=== block 1 ===
### Clock distribution, block 1

Bar = 20 um.
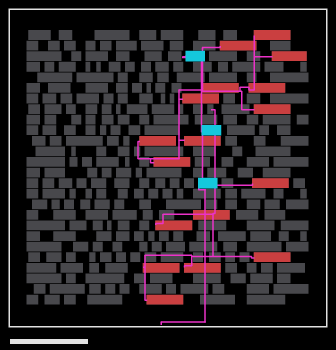

### src/rtl/xnor_based_cla16_xor_enc32_if.sv
// Operand/key/result bundle for the key-locked 16-bit CLA.
// The master drives operands and key; the slave returns the registered sum.
interface xnor_based_cla16_xor_enc32_if;
  logic [15:0] add1_i;
  logic [15:0] add2_i;
  logic [31:0] keyinput;
  logic [16:0] result_o;

  modport master (
    output add1_i,
    output add2_i,
    output keyinput,
    input  result_o
  );

  modport slave (
    input  add1_i,
    input  add2_i,
    input  keyinput,
    output result_o
  );
endinterface

### src/rtl/xnor_based_cla16_xor_enc32.sv
// 16-bit two-level carry-lookahead adder whose propagate/generate nets pass through
// 32 XOR/XNOR key gates; only the correct key (or a paired-flip equivalent) yields a+b.
module xnor_based_cla16_xor_enc32 (
  input  logic                         clk_i,
  input  logic                         rst_ni,
  xnor_based_cla16_xor_enc32_if.slave  bus
);

  localparam int unsigned W     = 16;
  localparam int unsigned KW    = 32;
  localparam int unsigned GRP   = 4;
  localparam int unsigned NGRP  = W / GRP;
  localparam logic [KW-1:0] KEY_C = 32'h094F5C9D;

  logic [W-1:0]   w_p;
  logic [W-1:0]   w_g;
  logic [W-1:0]   w_p1;
  logic [W-1:0]   w_pk;
  logic [W-1:0]   w_gk;
  logic [W-1:0]   w_c;
  logic [W-1:0]   w_s;
  logic [NGRP-1:0] w_gg;
  logic [NGRP-1:0] w_pg;
  logic [NGRP:0]   w_cg;
  logic [W:0]      r_result;

  // Raw propagate/generate per bit.
  always_comb begin
    w_p = '0;
    w_g = '0;
    for (int k = 0; k < int'(W); k++) begin
      w_p[k] = ~(~(bus.add1_i[k] ^ bus.add2_i[k]));
      w_g[k] = bus.add1_i[k] & bus.add2_i[k];
    end
  end

  // First key-gate stage on propagate; p_9 is left bare because key[9] guards p_4.
  for (genvar k = 0; k < int'(W); k++) begin : g_pgate1
    if (k == 9) begin : g_bare
      assign w_p1[k] = w_p[k];
    end else if (KEY_C[k]) begin : g_xnor
      assign w_p1[k] = ~(w_p[k] ^ bus.keyinput[k]);
    end else begin : g_xor
      assign w_p1[k] = w_p[k] ^ bus.keyinput[k];
    end
  end

  // Second, series key gates: key[16] on p_3 and key[9] on p_4, so paired flips cancel.
  for (genvar k = 0; k < int'(W); k++) begin : g_pgate2
    if (k == 3) begin : g_p3
      if (KEY_C[16]) begin : g_xnor
        assign w_pk[k] = ~(w_p1[k] ^ bus.keyinput[16]);
      end else begin : g_xor
        assign w_pk[k] = w_p1[k] ^ bus.keyinput[16];
      end
    end else if (k == 4) begin : g_p4
      if (KEY_C[9]) begin : g_xnor
        assign w_pk[k] = ~(w_p1[k] ^ bus.keyinput[9]);
      end else begin : g_xor
        assign w_pk[k] = w_p1[k] ^ bus.keyinput[9];
      end
    end else begin : g_pass
      assign w_pk[k] = w_p1[k];
    end
  end

  // Generate key gates: key[17+j] on g_j for j=0..14; g_15 stays ungated.
  for (genvar j = 0; j < int'(W); j++) begin : g_ggate
    if (j == int'(W) - 1) begin : g_bare
      assign w_gk[j] = w_g[j];
    end else if (KEY_C[17+j]) begin : g_xnor
      assign w_gk[j] = ~(w_g[j] ^ bus.keyinput[17+j]);
    end else begin : g_xor
      assign w_gk[j] = w_g[j] ^ bus.keyinput[17+j];
    end
  end

  // Two-level lookahead: group G/P, boundary carries, then in-group carries.
  always_comb begin
    int unsigned b;
    logic [GRP-1:0] gv;
    logic [GRP-1:0] pv;
    logic           cin;
    w_gg = '0;
    w_pg = '0;
    w_cg = '0;
    w_c  = '0;
    b    = 0;
    gv   = '0;
    pv   = '0;
    cin  = 1'b0;

    for (int i = 0; i < int'(NGRP); i++) begin
      b  = 32'(i) * GRP;
      gv = w_gk[b +: GRP];
      pv = w_pk[b +: GRP];
      w_gg[i] = gv[3] | (pv[3] & gv[2]) | (pv[3] & pv[2] & gv[1])
              | (pv[3] & pv[2] & pv[1] & gv[0]);
      w_pg[i] = &pv;
    end

    w_cg[0] = 1'b0;
    w_cg[1] = w_gg[0] | (w_pg[0] & w_cg[0]);
    w_cg[2] = w_gg[1] | (w_pg[1] & w_gg[0]) | (w_pg[1] & w_pg[0] & w_cg[0]);
    w_cg[3] = w_gg[2] | (w_pg[2] & w_gg[1]) | (w_pg[2] & w_pg[1] & w_gg[0])
            | (w_pg[2] & w_pg[1] & w_pg[0] & w_cg[0]);
    w_cg[4] = w_gg[3] | (w_pg[3] & w_gg[2]) | (w_pg[3] & w_pg[2] & w_gg[1])
            | (w_pg[3] & w_pg[2] & w_pg[1] & w_gg[0])
            | (w_pg[3] & w_pg[2] & w_pg[1] & w_pg[0] & w_cg[0]);

    for (int i = 0; i < int'(NGRP); i++) begin
      b   = 32'(i) * GRP;
      gv  = w_gk[b +: GRP];
      pv  = w_pk[b +: GRP];
      cin = w_cg[i];
      w_c[b]     = cin;
      w_c[b + 1] = gv[0] | (pv[0] & cin);
      w_c[b + 2] = gv[1] | (pv[1] & gv[0]) | (pv[1] & pv[0] & cin);
      w_c[b + 3] = gv[2] | (pv[2] & gv[1]) | (pv[2] & pv[1] & gv[0])
                 | (pv[2] & pv[1] & pv[0] & cin);
    end
  end

  always_comb begin
    w_s = '0;
    for (int k = 0; k < int'(W); k++) begin
      w_s[k] = ~(~(w_pk[k] ^ w_c[k]));
    end
  end

  always_ff @(posedge clk_i or negedge rst_ni) begin
    if (!rst_ni) begin
      r_result <= '0;
    end else begin
      r_result <= {w_cg[NGRP], w_s};
    end
  end

  assign bus.result_o = r_result;

endmodule

### src/flat_wrapper.sv
// flat-port wrapper written by rule: the top's interface ports become plain ports
module xnor_based_cla16_xor_enc32_flat 
  (clk_i, rst_ni, bus_add1_i, bus_add2_i, bus_keyinput, bus_result_o);
  xnor_based_cla16_xor_enc32_if bus_i ();
  input  logic clk_i;
  input  logic rst_ni;
  input wire logic [$bits(bus_i.add1_i)-1:0] bus_add1_i;
  input wire logic [$bits(bus_i.add2_i)-1:0] bus_add2_i;
  input wire logic [$bits(bus_i.keyinput)-1:0] bus_keyinput;
  output wire logic [$bits(bus_i.result_o)-1:0] bus_result_o;
  assign bus_i.add1_i = bus_add1_i;
  assign bus_i.add2_i = bus_add2_i;
  assign bus_i.keyinput = bus_keyinput;
  assign bus_result_o = bus_i.result_o;
  xnor_based_cla16_xor_enc32 u_core (.clk_i(clk_i), .rst_ni(rst_ni), .bus(bus_i));
endmodule
### config.mk
export PLATFORM = sky130hd
export DESIGN_NAME = xnor_based_cla16_xor_enc32_flat
export DESIGN_NICKNAME = d
export VERILOG_FILES = /design/src/rtl/xnor_based_cla16_xor_enc32_if.sv /design/src/rtl/xnor_based_cla16_xor_enc32.sv /design/src/flat_wrapper.sv
export SDC_FILE = /design/constraint.sdc
export NUM_CORES = 1
export LEC_CHECK = 0
export CELL_PAD_IN_SITES_DETAIL_PLACEMENT = 1
export CELL_PAD_IN_SITES_GLOBAL_PLACEMENT = 1
export CORE_MARGIN = 4
export CORE_UTILIZATION = 28
export DETAILED_ROUTE_END_ITERATION = 12
export GPL_ROUTABILITY_DRIVEN = 0
export PLACE_DENSITY = 0.87
export SLEW_MARGIN = 5
export SYNTH_ARGS = -nofsm -noshare
export SYNTH_HDL_FRONTEND = slang
export SYNTH_SLANG_ARGS = --single-unit
### constraint.sdc
create_clock -name clk_i -period 0.8 [get_ports clk_i]
set_clock_uncertainty 0.1 [all_clocks]
set_input_delay 0.16 -clock clk_i [delete_from_list [all_inputs] [get_ports clk_i]]
set_output_delay 0.16 -clock clk_i [all_outputs]
set_load 0.05 [all_outputs]
=== block 2 ===
## config.mk

```make
export PLATFORM = sky130hd
export DESIGN_NAME = gpio_bus_arbiter
export DESIGN_NICKNAME = d
export VERILOG_FILES = /design/src/rtl/gpio_bus_pkg.sv /design/src/rtl/gpio_rr_arb2.sv /design/src/rtl/gpio_bus_arbiter.sv
export SDC_FILE = /design/constraint.sdc
export NUM_CORES = 1
export LEC_CHECK = 0
export CAP_MARGIN = 20
export CELL_PAD_IN_SITES_DETAIL_PLACEMENT = 0
export CELL_PAD_IN_SITES_GLOBAL_PLACEMENT = 1
export CORE_MARGIN = 5
export CORE_UTILIZATION = 33
export CTS_BUF_LIST = sky130_fd_sc_hd__clkbuf_4 sky130_fd_sc_hd__clkbuf_8
export DETAILED_ROUTE_END_ITERATION = 10
export PLACE_DENSITY_LB_ADDON = 0.1
export SLEW_MARGIN = 20
export SYNTH_ARGS = -nofsm -noshare
export SYNTH_HDL_FRONTEND = slang
export SYNTH_SLANG_ARGS = --single-unit
```

## constraint.sdc

```tcl
create_clock -name i_clock -period 2 [get_ports i_clock]
set_input_delay 0.4 -clock i_clock [delete_from_list [all_inputs] [get_ports i_clock]]
set_output_delay 0.4 -clock i_clock [all_outputs]
set_load 0.05 [all_outputs]
```

## src/rtl/gpio_bus_pkg.sv

```systemverilog
// Shared types and widths for the GPIO register-port arbiter.
// Holds the sequencer state encoding and the default GPIO bus widths.
// Imported by the arbiter top.
package gpio_bus_pkg;

  localparam int GPIO_ADDR_WIDTH = 4;
  localparam int GPIO_DATA_WIDTH = 8;

  typedef enum logic [1:0] {
    IDLE,
    ACCESS,
    RESP,
    HELD
  } gpio_arb_state_t;

endpackage

```

## src/rtl/gpio_rr_arb2.sv

```systemverilog
// Purpose: 2-way round-robin pick between two requesters.
// Latency: purely combinational.
// Backpressure: none; the caller decides when the pick is consumed.
module gpio_rr_arb2 (
  input  logic valid0_i,
  input  logic valid1_i,
  input  logic last_i,
  output logic grant_o,
  output logic any_o
);

  // On a tie the requester that did not win last time goes next.
  always_comb begin
    any_o   = valid0_i | valid1_i;
    grant_o = (valid0_i && valid1_i) ? ~last_i : valid1_i;
  end

endmodule

```

## src/rtl/gpio_bus_arbiter.sv

```systemverilog
// Purpose: two-master arbiter/sequencer in front of one GPIO register port, with RMW lock.
// Latency: valid seen in IDLE at N -> slave access at N+1 -> ready pulse at N+2; 3 cycles per access.
// Backpressure: masters hold valid until their ready pulse; a lock blocks the other master until released or timed out.
module gpio_bus_arbiter
  import gpio_bus_pkg::*;
#(
  parameter int ADDR_WIDTH   = GPIO_ADDR_WIDTH,
  parameter int DATA_WIDTH   = GPIO_DATA_WIDTH,
  parameter int LOCK_TIMEOUT = 15
) (
  input  logic                  i_clock,
  input  logic                  i_reset,
  input  logic                  i_m0_valid,
  input  logic [ADDR_WIDTH-1:0] i_m0_addr,
  input  logic                  i_m0_wrEnable,
  input  logic [DATA_WIDTH-1:0] i_m0_wrData,
  input  logic                  i_m0_lock,
  output logic                  o_m0_ready,
  output logic [DATA_WIDTH-1:0] o_m0_rdData,
  input  logic                  i_m1_valid,
  input  logic [ADDR_WIDTH-1:0] i_m1_addr,
  input  logic                  i_m1_wrEnable,
  input  logic [DATA_WIDTH-1:0] i_m1_wrData,
  input  logic                  i_m1_lock,
  output logic                  o_m1_ready,
  output logic [DATA_WIDTH-1:0] o_m1_rdData,
  output logic [ADDR_WIDTH-1:0] o_s_addr,
  output logic                  o_s_wrEnable,
  output logic [DATA_WIDTH-1:0] o_s_wrData,
  input  logic [DATA_WIDTH-1:0] i_s_rdData,
  output logic                  o_lockTimeout
);

  // A zero timeout still needs a legal 1-bit counter; it simply never fires.
  localparam int CNT_W = (LOCK_TIMEOUT > 0) ? $clog2(LOCK_TIMEOUT + 1) : 1;
  localparam logic [CNT_W-1:0] CNT_MAX   = '1;
  localparam logic [CNT_W-1:0] CNT_LIMIT = CNT_W'(LOCK_TIMEOUT);

  gpio_arb_state_t       state_q;
  logic                  last_q;
  logic                  grant_q;
  logic [DATA_WIDTH-1:0] rdata_q;
  logic [CNT_W-1:0]      cnt_q;
  logic [CNT_W-1:0]      cnt_d;

  logic                  arb_grant;
  logic                  arb_any;
  logic                  sel;
  logic                  sel_valid;
  logic [ADDR_WIDTH-1:0] sel_addr;
  logic                  sel_we;
  logic [DATA_WIDTH-1:0] sel_wdata;
  logic                  own_lock;

  gpio_rr_arb2 u_rr (
    .valid0_i (i_m0_valid),
    .valid1_i (i_m1_valid),
    .last_i   (last_q),
    .grant_o  (arb_grant),
    .any_o    (arb_any)
  );

  // Payload source: the round-robin winner in IDLE, the lock owner in HELD.
  always_comb begin
    sel       = (state_q == HELD) ? grant_q : arb_grant;
    sel_valid = sel ? i_m1_valid    : i_m0_valid;
    sel_addr  = sel ? i_m1_addr     : i_m0_addr;
    sel_we    = sel ? i_m1_wrEnable : i_m0_wrEnable;
    sel_wdata = sel ? i_m1_wrData   : i_m0_wrData;
    own_lock  = grant_q ? i_m1_lock : i_m0_lock;
    cnt_d     = (cnt_q == CNT_MAX) ? cnt_q : cnt_q + 1'b1;
  end

  // Sequencer: IDLE -> ACCESS -> RESP -> (HELD | IDLE), all outputs registered.
  always_ff @(posedge i_clock or negedge i_reset) begin
    if (!i_reset) begin
      state_q       <= IDLE;
      last_q        <= 1'b1;
      grant_q       <= 1'b0;
      rdata_q       <= '0;
      cnt_q         <= '0;
      o_s_addr      <= '0;
      o_s_wrData    <= '0;
      o_s_wrEnable  <= 1'b0;
      o_m0_ready    <= 1'b0;
      o_m1_ready    <= 1'b0;
      o_lockTimeout <= 1'b0;
    end else begin
      o_s_wrEnable  <= 1'b0;
      o_m0_ready    <= 1'b0;
      o_m1_ready    <= 1'b0;
      o_lockTimeout <= 1'b0;
      case (state_q)
        IDLE: begin
          if (arb_any) begin
            grant_q      <= sel;
            last_q       <= sel;
            o_s_addr     <= sel_addr;
            o_s_wrData   <= sel_wdata;
            o_s_wrEnable <= sel_we;
            state_q      <= ACCESS;
          end
        end
        ACCESS: begin
          // The slave read is combinational, so a write captures the pre-write value.
          rdata_q <= i_s_rdData;
          if (grant_q) o_m1_ready <= 1'b1;
          else         o_m0_ready <= 1'b1;
          state_q <= RESP;
        end
        RESP: begin
          if (own_lock) begin
            cnt_q   <= '0;
            state_q <= HELD;
          end else begin
            state_q <= IDLE;
          end
        end
        HELD: begin
          if (sel_valid) begin
            o_s_addr     <= sel_addr;
            o_s_wrData   <= sel_wdata;
            o_s_wrEnable <= sel_we;
            state_q      <= ACCESS;
          end else if (!own_lock) begin
            state_q <= IDLE;
          end else begin
            cnt_q <= cnt_d;
            if ((LOCK_TIMEOUT != 0) && (cnt_d == CNT_LIMIT)) begin
              o_lockTimeout <= 1'b1;
              state_q       <= IDLE;
            end
          end
        end
        default: state_q <= IDLE;
      endcase
    end
  end

  assign o_m0_rdData = rdata_q;
  assign o_m1_rdData = rdata_q;

endmodule

```

=== block 3 ===
### config.mk
export PLATFORM = sky130hd
export DESIGN_NAME = pipe_skid_reg_flat
export DESIGN_NICKNAME = d
export VERILOG_FILES = /design/src/rtl/pipe_skid_reg_if.sv /design/src/rtl/pipe_skid_reg.sv /design/src/flat_wrapper.sv
export SDC_FILE = /design/constraint.sdc
export NUM_CORES = 1
export LEC_CHECK = 0
export ABC_CLOCK_PERIOD_IN_PS = 2500
export CAP_MARGIN = 20
export CORE_ASPECT_RATIO = 2
export CORE_MARGIN = 2
export CORE_UTILIZATION = 35
export DETAILED_ROUTE_END_ITERATION = 10
export PLACE_DENSITY = 0.63
export SYNTH_ARGS = -nofsm -noshare
export SYNTH_HDL_FRONTEND = slang
export SYNTH_SLANG_ARGS = --single-unit
### constraint.sdc
create_clock -name clk -period 2.5 [get_ports clk]
set_input_delay 0.5 -clock clk [delete_from_list [all_inputs] [get_ports clk]]
set_output_delay 0.5 -clock clk [all_outputs]
set_load 0.01 [all_outputs]
### src/rtl/pipe_skid_reg_if.sv
// Handshake bundle between pipeline stages: upstream (in_*) and downstream (out_*) sides.
// A payload transfers on a rising edge where valid and ready are both 1; the data sits
// with its valid, and ready never depends combinationally on the opposite side's valid.
interface pipe_skid_reg_if #(
  parameter int WIDTH = 64
);
  logic             in_valid;
  logic             in_ready;
  logic [WIDTH-1:0] in_data;
  logic             out_valid;
  logic             out_ready;
  logic [WIDTH-1:0] out_data;

  // slave: the pipeline register itself; master: whatever drives and consumes it
  modport slave (
    input  in_valid, in_data, out_ready,
    output in_ready, out_valid, out_data
  );

  modport master (
    output in_valid, in_data, out_ready,
    input  in_ready, out_valid, out_data
  );
endinterface

### src/rtl/pipe_skid_reg.sv
// Inter-stage pipeline register with a two-entry skid buffer, flush-to-bubble and a
// saturating stall counter. All outputs decode from registered state only.
module pipe_skid_reg #(
  parameter int               WIDTH     = 64,
  parameter logic [WIDTH-1:0] FLUSH_VAL = {WIDTH{1'b0}},
  parameter int               CNT_W     = 16
) (
  input  logic             clk,
  input  logic             rst_n,
  input  logic             flush,
  pipe_skid_reg_if.slave   bus,
  output logic [1:0]       level,
  output logic [CNT_W-1:0] stall_cnt
);

  // Encoding is {main_v, skid_v}, so the unreachable (0,1) pattern has no name.
  typedef enum logic [1:0] {
    EMPTY = 2'b00,
    ONE   = 2'b10,
    FULL  = 2'b11
  } state_t;

  state_t           state_q;
  logic [WIDTH-1:0] main_q;
  logic [WIDTH-1:0] skid_q;
  logic [CNT_W-1:0] stall_q;

  logic in_fire;
  logic out_fire;

  assign bus.in_ready  = (state_q != FULL);
  assign bus.out_valid = state_q[1];
  assign bus.out_data  = main_q;
  assign level         = {1'b0, state_q[1]} + {1'b0, state_q[0]};
  assign stall_cnt     = stall_q;

  assign in_fire  = bus.in_valid & bus.in_ready;
  assign out_fire = bus.out_valid & bus.out_ready;

  always_ff @(posedge clk or negedge rst_n) begin
    if (!rst_n) begin
      state_q <= EMPTY;
      main_q  <= FLUSH_VAL;
      skid_q  <= FLUSH_VAL;
      stall_q <= '0;
    end else begin
      // Counts independently of flush so the flush cycle itself is included.
      if (bus.out_valid && !bus.out_ready && (stall_q != {CNT_W{1'b1}})) begin
        stall_q <= stall_q + 1'b1;
      end

      if (flush) begin
        state_q <= EMPTY;
        main_q  <= FLUSH_VAL;
        skid_q  <= FLUSH_VAL;
      end else begin
        case (state_q)
          EMPTY: begin
            if (in_fire) begin
              main_q  <= bus.in_data;
              state_q <= ONE;
            end
          end
          ONE: begin
            case ({in_fire, out_fire})
              2'b11: main_q <= bus.in_data;
              2'b10: begin
                skid_q  <= bus.in_data;
                state_q <= FULL;
              end
              2'b01: state_q <= EMPTY;
              default: state_q <= ONE;
            endcase
          end
          FULL: begin
            if (out_fire) begin
              main_q  <= skid_q;
              state_q <= ONE;
            end
          end
          default: state_q <= EMPTY;
        endcase
      end
    end
  end

endmodule

### src/flat_wrapper.sv
// flat-port wrapper written by rule: the top's interface ports become plain ports
module pipe_skid_reg_flat 
#(
  parameter int               WIDTH     = 64,
  parameter logic [WIDTH-1:0] FLUSH_VAL = {WIDTH{1'b0}},
  parameter int               CNT_W     = 16
)
  (clk, rst_n, flush, level, stall_cnt, bus_in_valid, bus_in_data, bus_out_ready, bus_in_ready, bus_out_valid, bus_out_data);
  pipe_skid_reg_if #(.WIDTH(WIDTH)) bus_i ();
  input  logic clk;
  input  logic rst_n;
  input  logic flush;
  output logic [1:0] level;
  output logic [CNT_W-1:0] stall_cnt;
  input wire logic [$bits(bus_i.in_valid)-1:0] bus_in_valid;
  input wire logic [$bits(bus_i.in_data)-1:0] bus_in_data;
  input wire logic [$bits(bus_i.out_ready)-1:0] bus_out_ready;
  output wire logic [$bits(bus_i.in_ready)-1:0] bus_in_ready;
  output wire logic [$bits(bus_i.out_valid)-1:0] bus_out_valid;
  output wire logic [$bits(bus_i.out_data)-1:0] bus_out_data;
  assign bus_i.in_valid = bus_in_valid;
  assign bus_i.in_data = bus_in_data;
  assign bus_i.out_ready = bus_out_ready;
  assign bus_in_ready = bus_i.in_ready;
  assign bus_out_valid = bus_i.out_valid;
  assign bus_out_data = bus_i.out_data;
  pipe_skid_reg #(.WIDTH(WIDTH), .FLUSH_VAL(FLUSH_VAL), .CNT_W(CNT_W)) u_core (.clk(clk), .rst_n(rst_n), .flush(flush), .bus(bus_i), .level(level), .stall_cnt(stall_cnt));
endmodule
### Metal layers overlaid, block 1

Bar = 20 um. Two of the layers only.
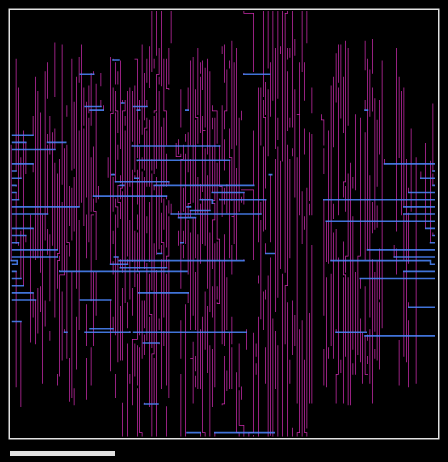
legend:
  magenta:
    layer: M2
    wire_length: 5680 um
  blue:
    layer: M3
    wire_length: 515 um
Post-Route WL: 9970 um
Routed WL per cell: 27.54 um
all-layer global routing usage: 26.22%

### Met1 routing, block 1

Bar = 20 um. Cells faint in the background.
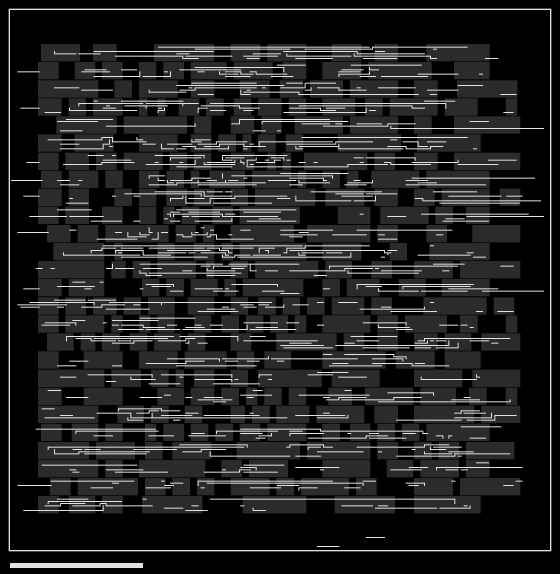
wire length on this layer: 3240 um
share of all routed wire: 33%
main direction: horizontal
longest straight run: 36.8 um
nets with wire on the layer: 340
total via count in the routed design: 1789
met1 routing resource usage after global routing: 25.51%

About 'Clock distribution' of block 1:
legend:
  magenta:
    item: clock wires
    length: 305 um
  cyan:
    item: clock-net drivers
    count: 3
  red:
    item: flip-flops
    count: 17
routed clock nets: 4
clock network power: 703 uW
proportion of power drawn by the clock network: 9.3%

==> impl_metrics.tcl, block 1 <==
# implementation run metrics
set metrics [dict create \
    nNetsFinal 378 \
    cts_repair_resize_count 144 \
    layout.filler_cells 478 \
    ctsHoldBuffers 0 \
    final-seq-area_um2 445.4 \
    placedCellCount 326 \
    syn-cell-area_mm2 0.001501 \
    timing.critical_path.buf_inv 3 \
    detailroute.wirelength.met3_um 514 \
    ys_sh_aoi_pct 16.17 \
    global_route.peak_usage_layer "met2" \
    synthToLayoutAreaGrowth_pct 152.0 \
    n_tap_cell 70 \
    grt_overflow_total 0 \
    drt_iter0_markers 81 \
    headroom_to_the_max_slew_limit_pct 71.43 \
    post-synth-top-count-cell "sky130_fd_sc_hd__xnor2_1" \
    layout.area.comb_mm2 0.001682 \
    whs_ns 0.1253 \
    largest_cell_class "logic gates" \
    ir_worst_vdd_uv 972.1 \
    run_status "finished, violations left" \
    post-route-worst-setup-slack_ns -1.213 \
    routed_wire_length_on_met2_um 5680 \
    yosysWarningCount 0 \
    grt_pass1_vias 2075 \
    cts-buffers-inserted 3 \
    report.final.slew_viol_count 0 \
    violations "setup timing" \
    clock_buffers_and_inverters_area_share_pct 1.224 \
    edf_count 0 \
    synth-cells-yosys 136 \
    grt_max_degree 18 \
    htree_num_levels 1 \
    finalHoldViolCount 0 \
    mostFrequentLayoutCell "sky130_fd_sc_hd__buf_4" \
    final_area_mm2 0.003784 \
    setup_viol 33 \
    detail_route.drc_violations 0 \
    synth.distinct_cells 37 \
    post-synth-top-area-fraction_pct 28.33 \
]
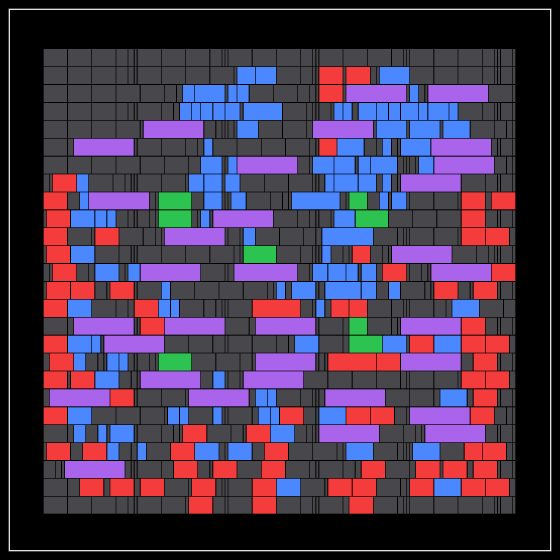
*Placement by cell class, block 2*
Fill, decap, tap and diode cells in gray.
legend:
  purple:
    class: registers
    cells: 32
  blue:
    class: remaining logic cells
    cells: 110
  red:
    class: remaining buffers and delay cells
    cells: 78
  green:
    class: clock drivers and dummy loads
    cells: 8
final core occ: 50.79%
share of cell area taken by flip-flops and latches: 31.12%

==> impl_metrics.tcl, block 2 <==
# implementation run metrics
set metrics [dict create \
    run_status "completed" \
    report.final.slew_viol_count 0 \
    final_area_mm2 0.002577 \
    grt.total_usage_pct 13.12 \
    critPathLaunch "o_m0_rdData[1]" \
    edf_count 0 \
    routed_wl_per_cell_um 13.47 \
    sum_of_negative_setup_slack_ns 0 \
    die.size.x_um 82.05 \
    multiplexer_share_pct 15.92 \
    layout.cells.non_filler 298 \
    finalPower_uw 4700 \
    grt_max_degree 33 \
    synth.distinct_cells 40 \
    finalHoldViolCount 0 \
    avgSynthCellArea_um2 10.91 \
    area_of_the_chip_mm2 0.006731 \
    proportion_of_power_drawn_by_the_clock_network_pct 11.4 \
    clock_tree.root_cell "sky130_fd_sc_hd__clkbuf_8" \
    initial_antenna_violation_count 0 \
    grt_setup_unrepaired "no" \
]
### Placement by cell class, block 3

Fill, decap, tap and diode cells in gray.
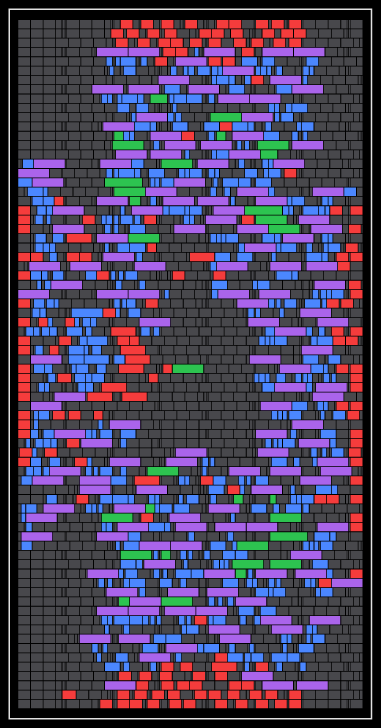
legend:
  green:
    class: clock drivers and dummy loads
    cells: 31
  blue:
    class: remaining logic cells
    cells: 467
  red:
    class: remaining buffers and delay cells
    cells: 172
  purple:
    class: registers
    cells: 146
row count: 74
Post-Layout Inst Area: 0.009550 mm2
share of cell area taken by flip-flops and latches: 38.25%
Core Region: 0.02028 mm2

==> impl_metrics.tcl, block 3 <==
# implementation run metrics
set metrics [dict create \
    run_status "completed" \
    basic_gate_share_of_the_synthesized_area_counting_and_or_nand_and_nor_cells_pct 14.99 \
    placed_cell_area_mm2 0.008936 \
    layout.area.comb_mm2 0.003127 \
    period_used_pct 93.81 \
    num-clock-buffers 19 \
    max_stage_delay_ns 0.58 \
    die_h_um 206.8 \
    nNetsFinal 878 \
    clkLatencyLatePin_ns 0.42 \
    critical_path_depth 4 \
    finalHoldViolCount 0 \
    timing.critical_path.buf_inv 3 \
    floorplan.core_util_pct 35.49 \
    layout.cells.non_filler 1083 \
    final_core_utilization_pct 47.10 \
    cp.required_ns 2.00 \
    timing.critical_path.slowest_stage_cell "sky130_fd_sc_hd__clkdlybuf4s50_1" \
    routed_wl_per_cell_um 17.80 \
]

==> notes/layouts.md <==
Pictures saved along the way, in no particular order.

The clock network.
image #1
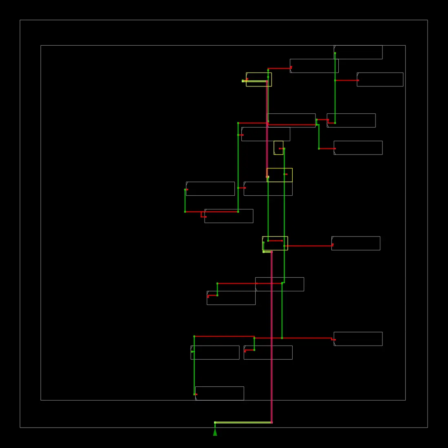
image #2
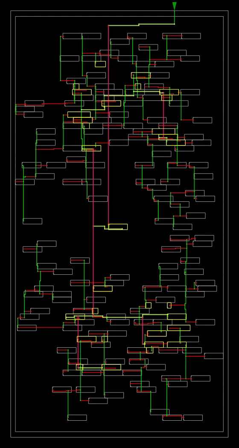
image #3
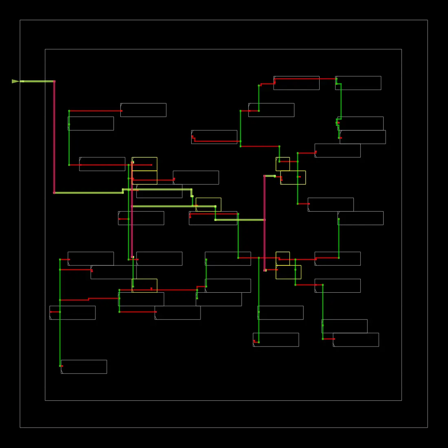
- block 1 = image #1
- block 2 = image #3
- block 3 = image #2
Of these, fewest clock buffers: image #1
Of these, most sequential cells: image #2


=== block 4 ===
### Placement by cell class, block 4

Fill, decap, tap and diode cells in gray.
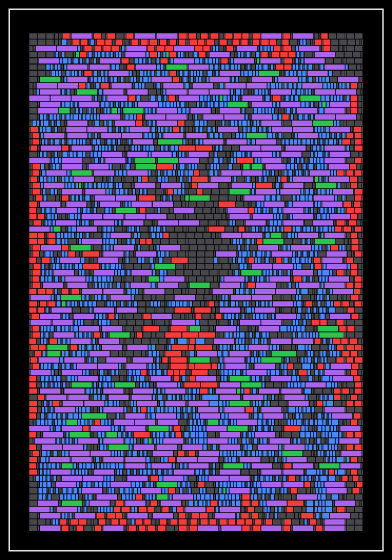
### The clock network, block 4

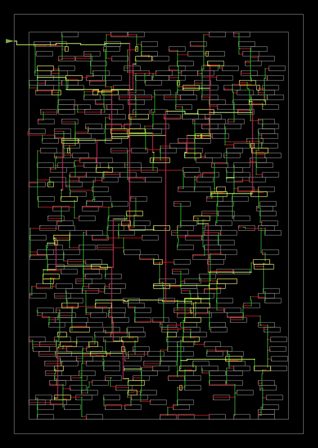
[config.mk]
export PLATFORM = sky130hd
export DESIGN_NAME = axis_dwidth_adapter
export DESIGN_NICKNAME = d
export VERILOG_FILES = /design/src/rtl/axis_dwidth_adapter.sv
export SDC_FILE = /design/constraint.sdc
export NUM_CORES = 1
export LEC_CHECK = 0
export ABC_AREA = 1
export CORE_ASPECT_RATIO = 1.5
export CORE_MARGIN = 8
export CORE_UTILIZATION = 57
export CTS_BUF_LIST = sky130_fd_sc_hd__clkbuf_8 sky130_fd_sc_hd__clkbuf_16
export DETAILED_ROUTE_END_ITERATION = 8
export PLACE_DENSITY_LB_ADDON = 0.3
export SYNTH_ARGS = -nofsm -noshare
export SYNTH_HDL_FRONTEND = slang
export SYNTH_SLANG_ARGS = --single-unit
[constraint.sdc]
create_clock -name ACLK -period 2.1 [get_ports ACLK]
set_input_delay 0.42 -clock ACLK [delete_from_list [all_inputs] [get_ports ACLK]]
set_output_delay 0.42 -clock ACLK [all_outputs]
set_load 0.05 [all_outputs]
[src/rtl/axis_dwidth_adapter.sv]
// axis_dwidth_adapter
//   Single-clock AXI4-Stream width converter. C_UPSIZE=1 packs R narrow beats
//   into one wide beat. A TLAST beat flushes a partial wide beat, and its
//   unfilled lanes are zero. C_UPSIZE=0 splits each wide beat into narrow
//   lanes, lane 0 first. When C_DROP_NULL=1, trailing all-zero-strobe lanes of
//   a TLAST beat are not emitted. PKT_CNT counts M-side TLAST handshakes.
// Ports
//   ACLK, ARESETN           clock, async active-low reset
//   S_AXIS_T*               slave stream (narrow when upsizing, wide otherwise)
//   M_AXIS_T*               master stream (wide when upsizing, narrow otherwise)
//   PKT_CNT                 completed packets on the M side (wraps)
module axis_dwidth_adapter #(
  parameter int C_NARROW_TDATA_WIDTH = 64,
  parameter int C_RATIO              = 2,
  parameter int C_UPSIZE             = 1,
  parameter int C_NARROW_TUSER_WIDTH = 22,
  parameter int C_DROP_NULL          = 1,
  localparam int N  = C_NARROW_TDATA_WIDTH,
  localparam int R  = C_RATIO,
  localparam int U  = C_NARROW_TUSER_WIDTH,
  localparam int W  = N * R,
  localparam int NB = N / 8,
  localparam int SW = (C_UPSIZE != 0) ? N : W,
  localparam int MW = (C_UPSIZE != 0) ? W : N,
  localparam int SU = (C_UPSIZE != 0) ? U : U * R,
  localparam int MU = (C_UPSIZE != 0) ? U * R : U
) (
  input  logic          ACLK,
  input  logic          ARESETN,
  input  logic          S_AXIS_TVALID,
  output logic          S_AXIS_TREADY,
  input  logic [SW-1:0] S_AXIS_TDATA,
  input  logic [SW/8-1:0] S_AXIS_TSTRB,
  input  logic          S_AXIS_TLAST,
  input  logic [SU-1:0] S_AXIS_TUSER,
  output logic          M_AXIS_TVALID,
  input  logic          M_AXIS_TREADY,
  output logic [MW-1:0] M_AXIS_TDATA,
  output logic [MW/8-1:0] M_AXIS_TSTRB,
  output logic          M_AXIS_TLAST,
  output logic [MU-1:0] M_AXIS_TUSER,
  output logic [31:0]   PKT_CNT
);

  localparam int IW = (R > 1) ? $clog2(R) : 1;

  logic        rdy_en;
  logic        m_valid;
  logic        m_last;
  logic        m_hs;
  logic [31:0] pkt_cnt_q;

  assign m_hs          = m_valid & M_AXIS_TREADY;
  assign M_AXIS_TVALID = m_valid;
  assign M_AXIS_TLAST  = m_last;
  assign PKT_CNT       = pkt_cnt_q;

  // rdy_en keeps S_AXIS_TREADY low until the first edge after reset release
  always_ff @(posedge ACLK or negedge ARESETN) begin
    if (!ARESETN) begin
      rdy_en    <= 1'b0;
      pkt_cnt_q <= '0;
    end else begin
      rdy_en <= 1'b1;
      if (m_hs && m_last) pkt_cnt_q <= pkt_cnt_q + 32'd1;
    end
  end

  if (C_UPSIZE != 0) begin : g_up
    logic [IW-1:0]  idx;
    logic [W-1:0]   acc_data, mrg_data, out_data;
    logic [W/8-1:0] acc_strb, mrg_strb, out_strb;
    logic [U*R-1:0] acc_user, mrg_user, out_user;
    logic           out_valid, out_last, s_ready, s_hs, done;

    assign s_ready = rdy_en & (~out_valid | M_AXIS_TREADY);
    assign s_hs    = S_AXIS_TVALID & s_ready;
    assign done    = (idx == IW'(R - 1)) | S_AXIS_TLAST;

    // The accumulator is zeroed after every completed beat, so lanes above
    // idx are already zero when a TLAST flush happens.
    always_comb begin
      mrg_data = acc_data;
      mrg_strb = acc_strb;
      mrg_user = acc_user;
      for (int k = 0; k < R; k++) begin
        if (idx == IW'(k)) begin
          mrg_data[k*N +: N]   = S_AXIS_TDATA;
          mrg_strb[k*NB +: NB] = S_AXIS_TSTRB;
          mrg_user[k*U +: U]   = S_AXIS_TUSER;
        end
      end
    end

    always_ff @(posedge ACLK or negedge ARESETN) begin
      if (!ARESETN) begin
        idx       <= '0;
        acc_data  <= '0;
        acc_strb  <= '0;
        acc_user  <= '0;
        out_data  <= '0;
        out_strb  <= '0;
        out_user  <= '0;
        out_last  <= 1'b0;
        out_valid <= 1'b0;
      end else begin
        if (m_hs) out_valid <= 1'b0;
        if (s_hs) begin
          if (done) begin
            out_data  <= mrg_data;
            out_strb  <= mrg_strb;
            out_user  <= mrg_user;
            out_last  <= S_AXIS_TLAST;
            out_valid <= 1'b1;
            acc_data  <= '0;
            acc_strb  <= '0;
            acc_user  <= '0;
            idx       <= '0;
          end else begin
            acc_data <= mrg_data;
            acc_strb <= mrg_strb;
            acc_user <= mrg_user;
            idx      <= idx + 1'b1;
          end
        end
      end
    end

    assign S_AXIS_TREADY = s_ready;
    assign M_AXIS_TDATA  = out_data;
    assign M_AXIS_TSTRB  = out_strb;
    assign M_AXIS_TUSER  = out_user;
    assign m_valid       = out_valid;
    assign m_last        = out_last;
  end else begin : g_down
    logic [IW-1:0]  idx;
    logic [W-1:0]   hold_data;
    logic [W/8-1:0] hold_strb;
    logic [U*R-1:0] hold_user;
    logic           hold_last, hold_valid;
    logic [N-1:0]   lane_data;
    logic [NB-1:0]  lane_strb;
    logic [U-1:0]   lane_user;
    logic           upper_null, lane_last, s_ready, s_hs;

    // upper_null: every lane above the current one has an all-zero strobe
    always_comb begin
      lane_data  = '0;
      lane_strb  = '0;
      lane_user  = '0;
      upper_null = 1'b1;
      for (int k = 0; k < R; k++) begin
        if (idx == IW'(k)) begin
          lane_data = hold_data[k*N +: N];
          lane_strb = hold_strb[k*NB +: NB];
          lane_user = hold_user[k*U +: U];
        end
        if ((IW'(k) > idx) && (hold_strb[k*NB +: NB] != '0)) upper_null = 1'b0;
      end
    end

    assign lane_last = (idx == IW'(R - 1)) |
                       ((C_DROP_NULL != 0) & hold_last & upper_null);
    // A new wide beat is taken in the same cycle as the final lane drains.
    assign s_ready   = rdy_en & (~hold_valid | (M_AXIS_TREADY & lane_last));
    assign s_hs      = S_AXIS_TVALID & s_ready;

    always_ff @(posedge ACLK or negedge ARESETN) begin
      if (!ARESETN) begin
        idx        <= '0;
        hold_data  <= '0;
        hold_strb  <= '0;
        hold_user  <= '0;
        hold_last  <= 1'b0;
        hold_valid <= 1'b0;
      end else if (s_hs) begin
        hold_data  <= S_AXIS_TDATA;
        hold_strb  <= S_AXIS_TSTRB;
        hold_user  <= S_AXIS_TUSER;
        hold_last  <= S_AXIS_TLAST;
        hold_valid <= 1'b1;
        idx        <= '0;
      end else if (m_hs) begin
        if (lane_last) begin
          hold_valid <= 1'b0;
          idx        <= '0;
        end else begin
          idx <= idx + 1'b1;
        end
      end
    end

    assign S_AXIS_TREADY = s_ready;
    assign M_AXIS_TDATA  = lane_data;
    assign M_AXIS_TSTRB  = lane_strb;
    assign M_AXIS_TUSER  = lane_user;
    assign m_valid       = hold_valid;
    assign m_last        = hold_last & lane_last;
  end

endmodule

==> impl_metrics.tcl <==
# implementation run metrics
set metrics [dict create \
    run_status "completed" \
    switching_power_total_uw 11190 \
    final-seq-area_mm2 0.01031 \
    grt_setup_unrepaired "no" \
    ys_sh_aoi_pct 11.19 \
    critPathLaunch "M_AXIS_TVALID" \
    floorplan.core_util_pct 57.82 \
    fin_crit_ns 1.972 \
    whs_ns 0.3564 \
    r2r-start "g_up.idx" \
    gpl_congestion 0.9468 \
    synth-cells-yosys 2265 \
    nonClockBufferCount 388 \
    netlist_instances 2265 \
    max-cap-violations 0 \
    setup_viol 0 \
    finalPower_uw 27750 \
    basic_gate_share_of_the_synthesized_area_counting_and_or_nand_and_nor_cells_pct 24.97 \
    yosys.stat.seqShare_pct 56.19 \
    ctsHoldBuffers 1 \
    timing.critical_path.buf_inv 3 \
    cp.required_ns 1.68 \
    mostFrequentLayoutCell "sky130_fd_sc_hd__nand2_1" \
    clock_buffers_and_inverters_area_share_pct 6.095 \
    cts.path.max_buffers 3 \
    post-synth-top-area-fraction_pct 56.19 \
    reg2reg_depth 4 \
    tritoncts_clock_tree "yes" \
    worst_path_dominant_cell_family "flip-flops" \
    critical_path_class "register to primary output" \
    timing.critical_path.to_type "primary output" \
]
## Picture notes: 'Placement by cell class' of block 4
legend:
  green:
    class: clock drivers and dummy loads
    cells: 73
  red:
    class: remaining buffers and delay cells
    cells: 388
  purple:
    class: registers
    cells: 412
  blue:
    class: remaining logic cells
    cells: 1711
share of cell area taken by flip-flops and latches: 43.99%
row count: 80

## Picture notes: 'The clock network' of block 4
number of buffers created by CTS: 41
clk_skew: 0.01810 ns
clock network power: 7670 uW
later-pin clock latency in the skew report: 0.55 ns
sequential cell count: 412



==> layout pictures side by side <==
Sequential cells grouped by signal name.
(a)
Bar = 20 um. Other sequential cells in the stronger gray, the rest of the logic in the fainter gray.
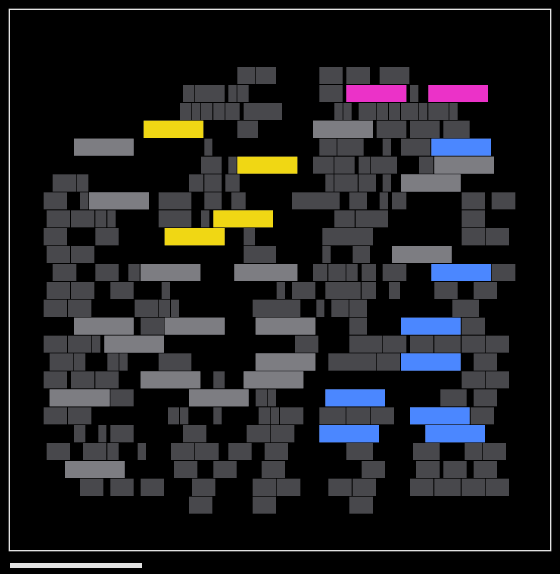
(b)
Bar = 20 um. Other sequential cells in the stronger gray, the rest of the logic in the fainter gray.
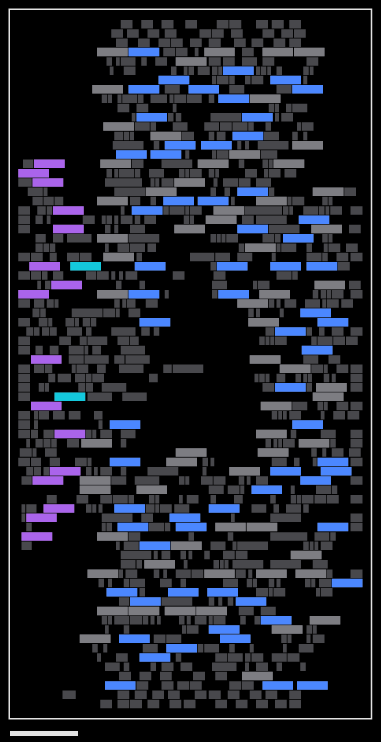
(c)
Bar = 50 um. Other sequential cells in the stronger gray, the rest of the logic in the fainter gray.
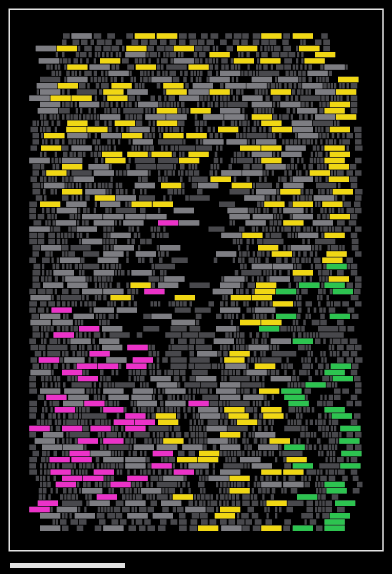
(a) is block 2.
(c) is block 4.
(b) is block 3.
Of these, most cells: (c)
Of these, fewest sequential cells: (a)

Key to (b):
legend:
  cyan:
    signal: `u_core.state_q`
    placed_flops: 2
  blue:
    signal: `u_core.bus.out_data`
    placed_flops: 64
  purple:
    signal: `u_core.stall_cnt`
    placed_flops: 16
not colored: 64

Power and IR drop assume default switching activity.
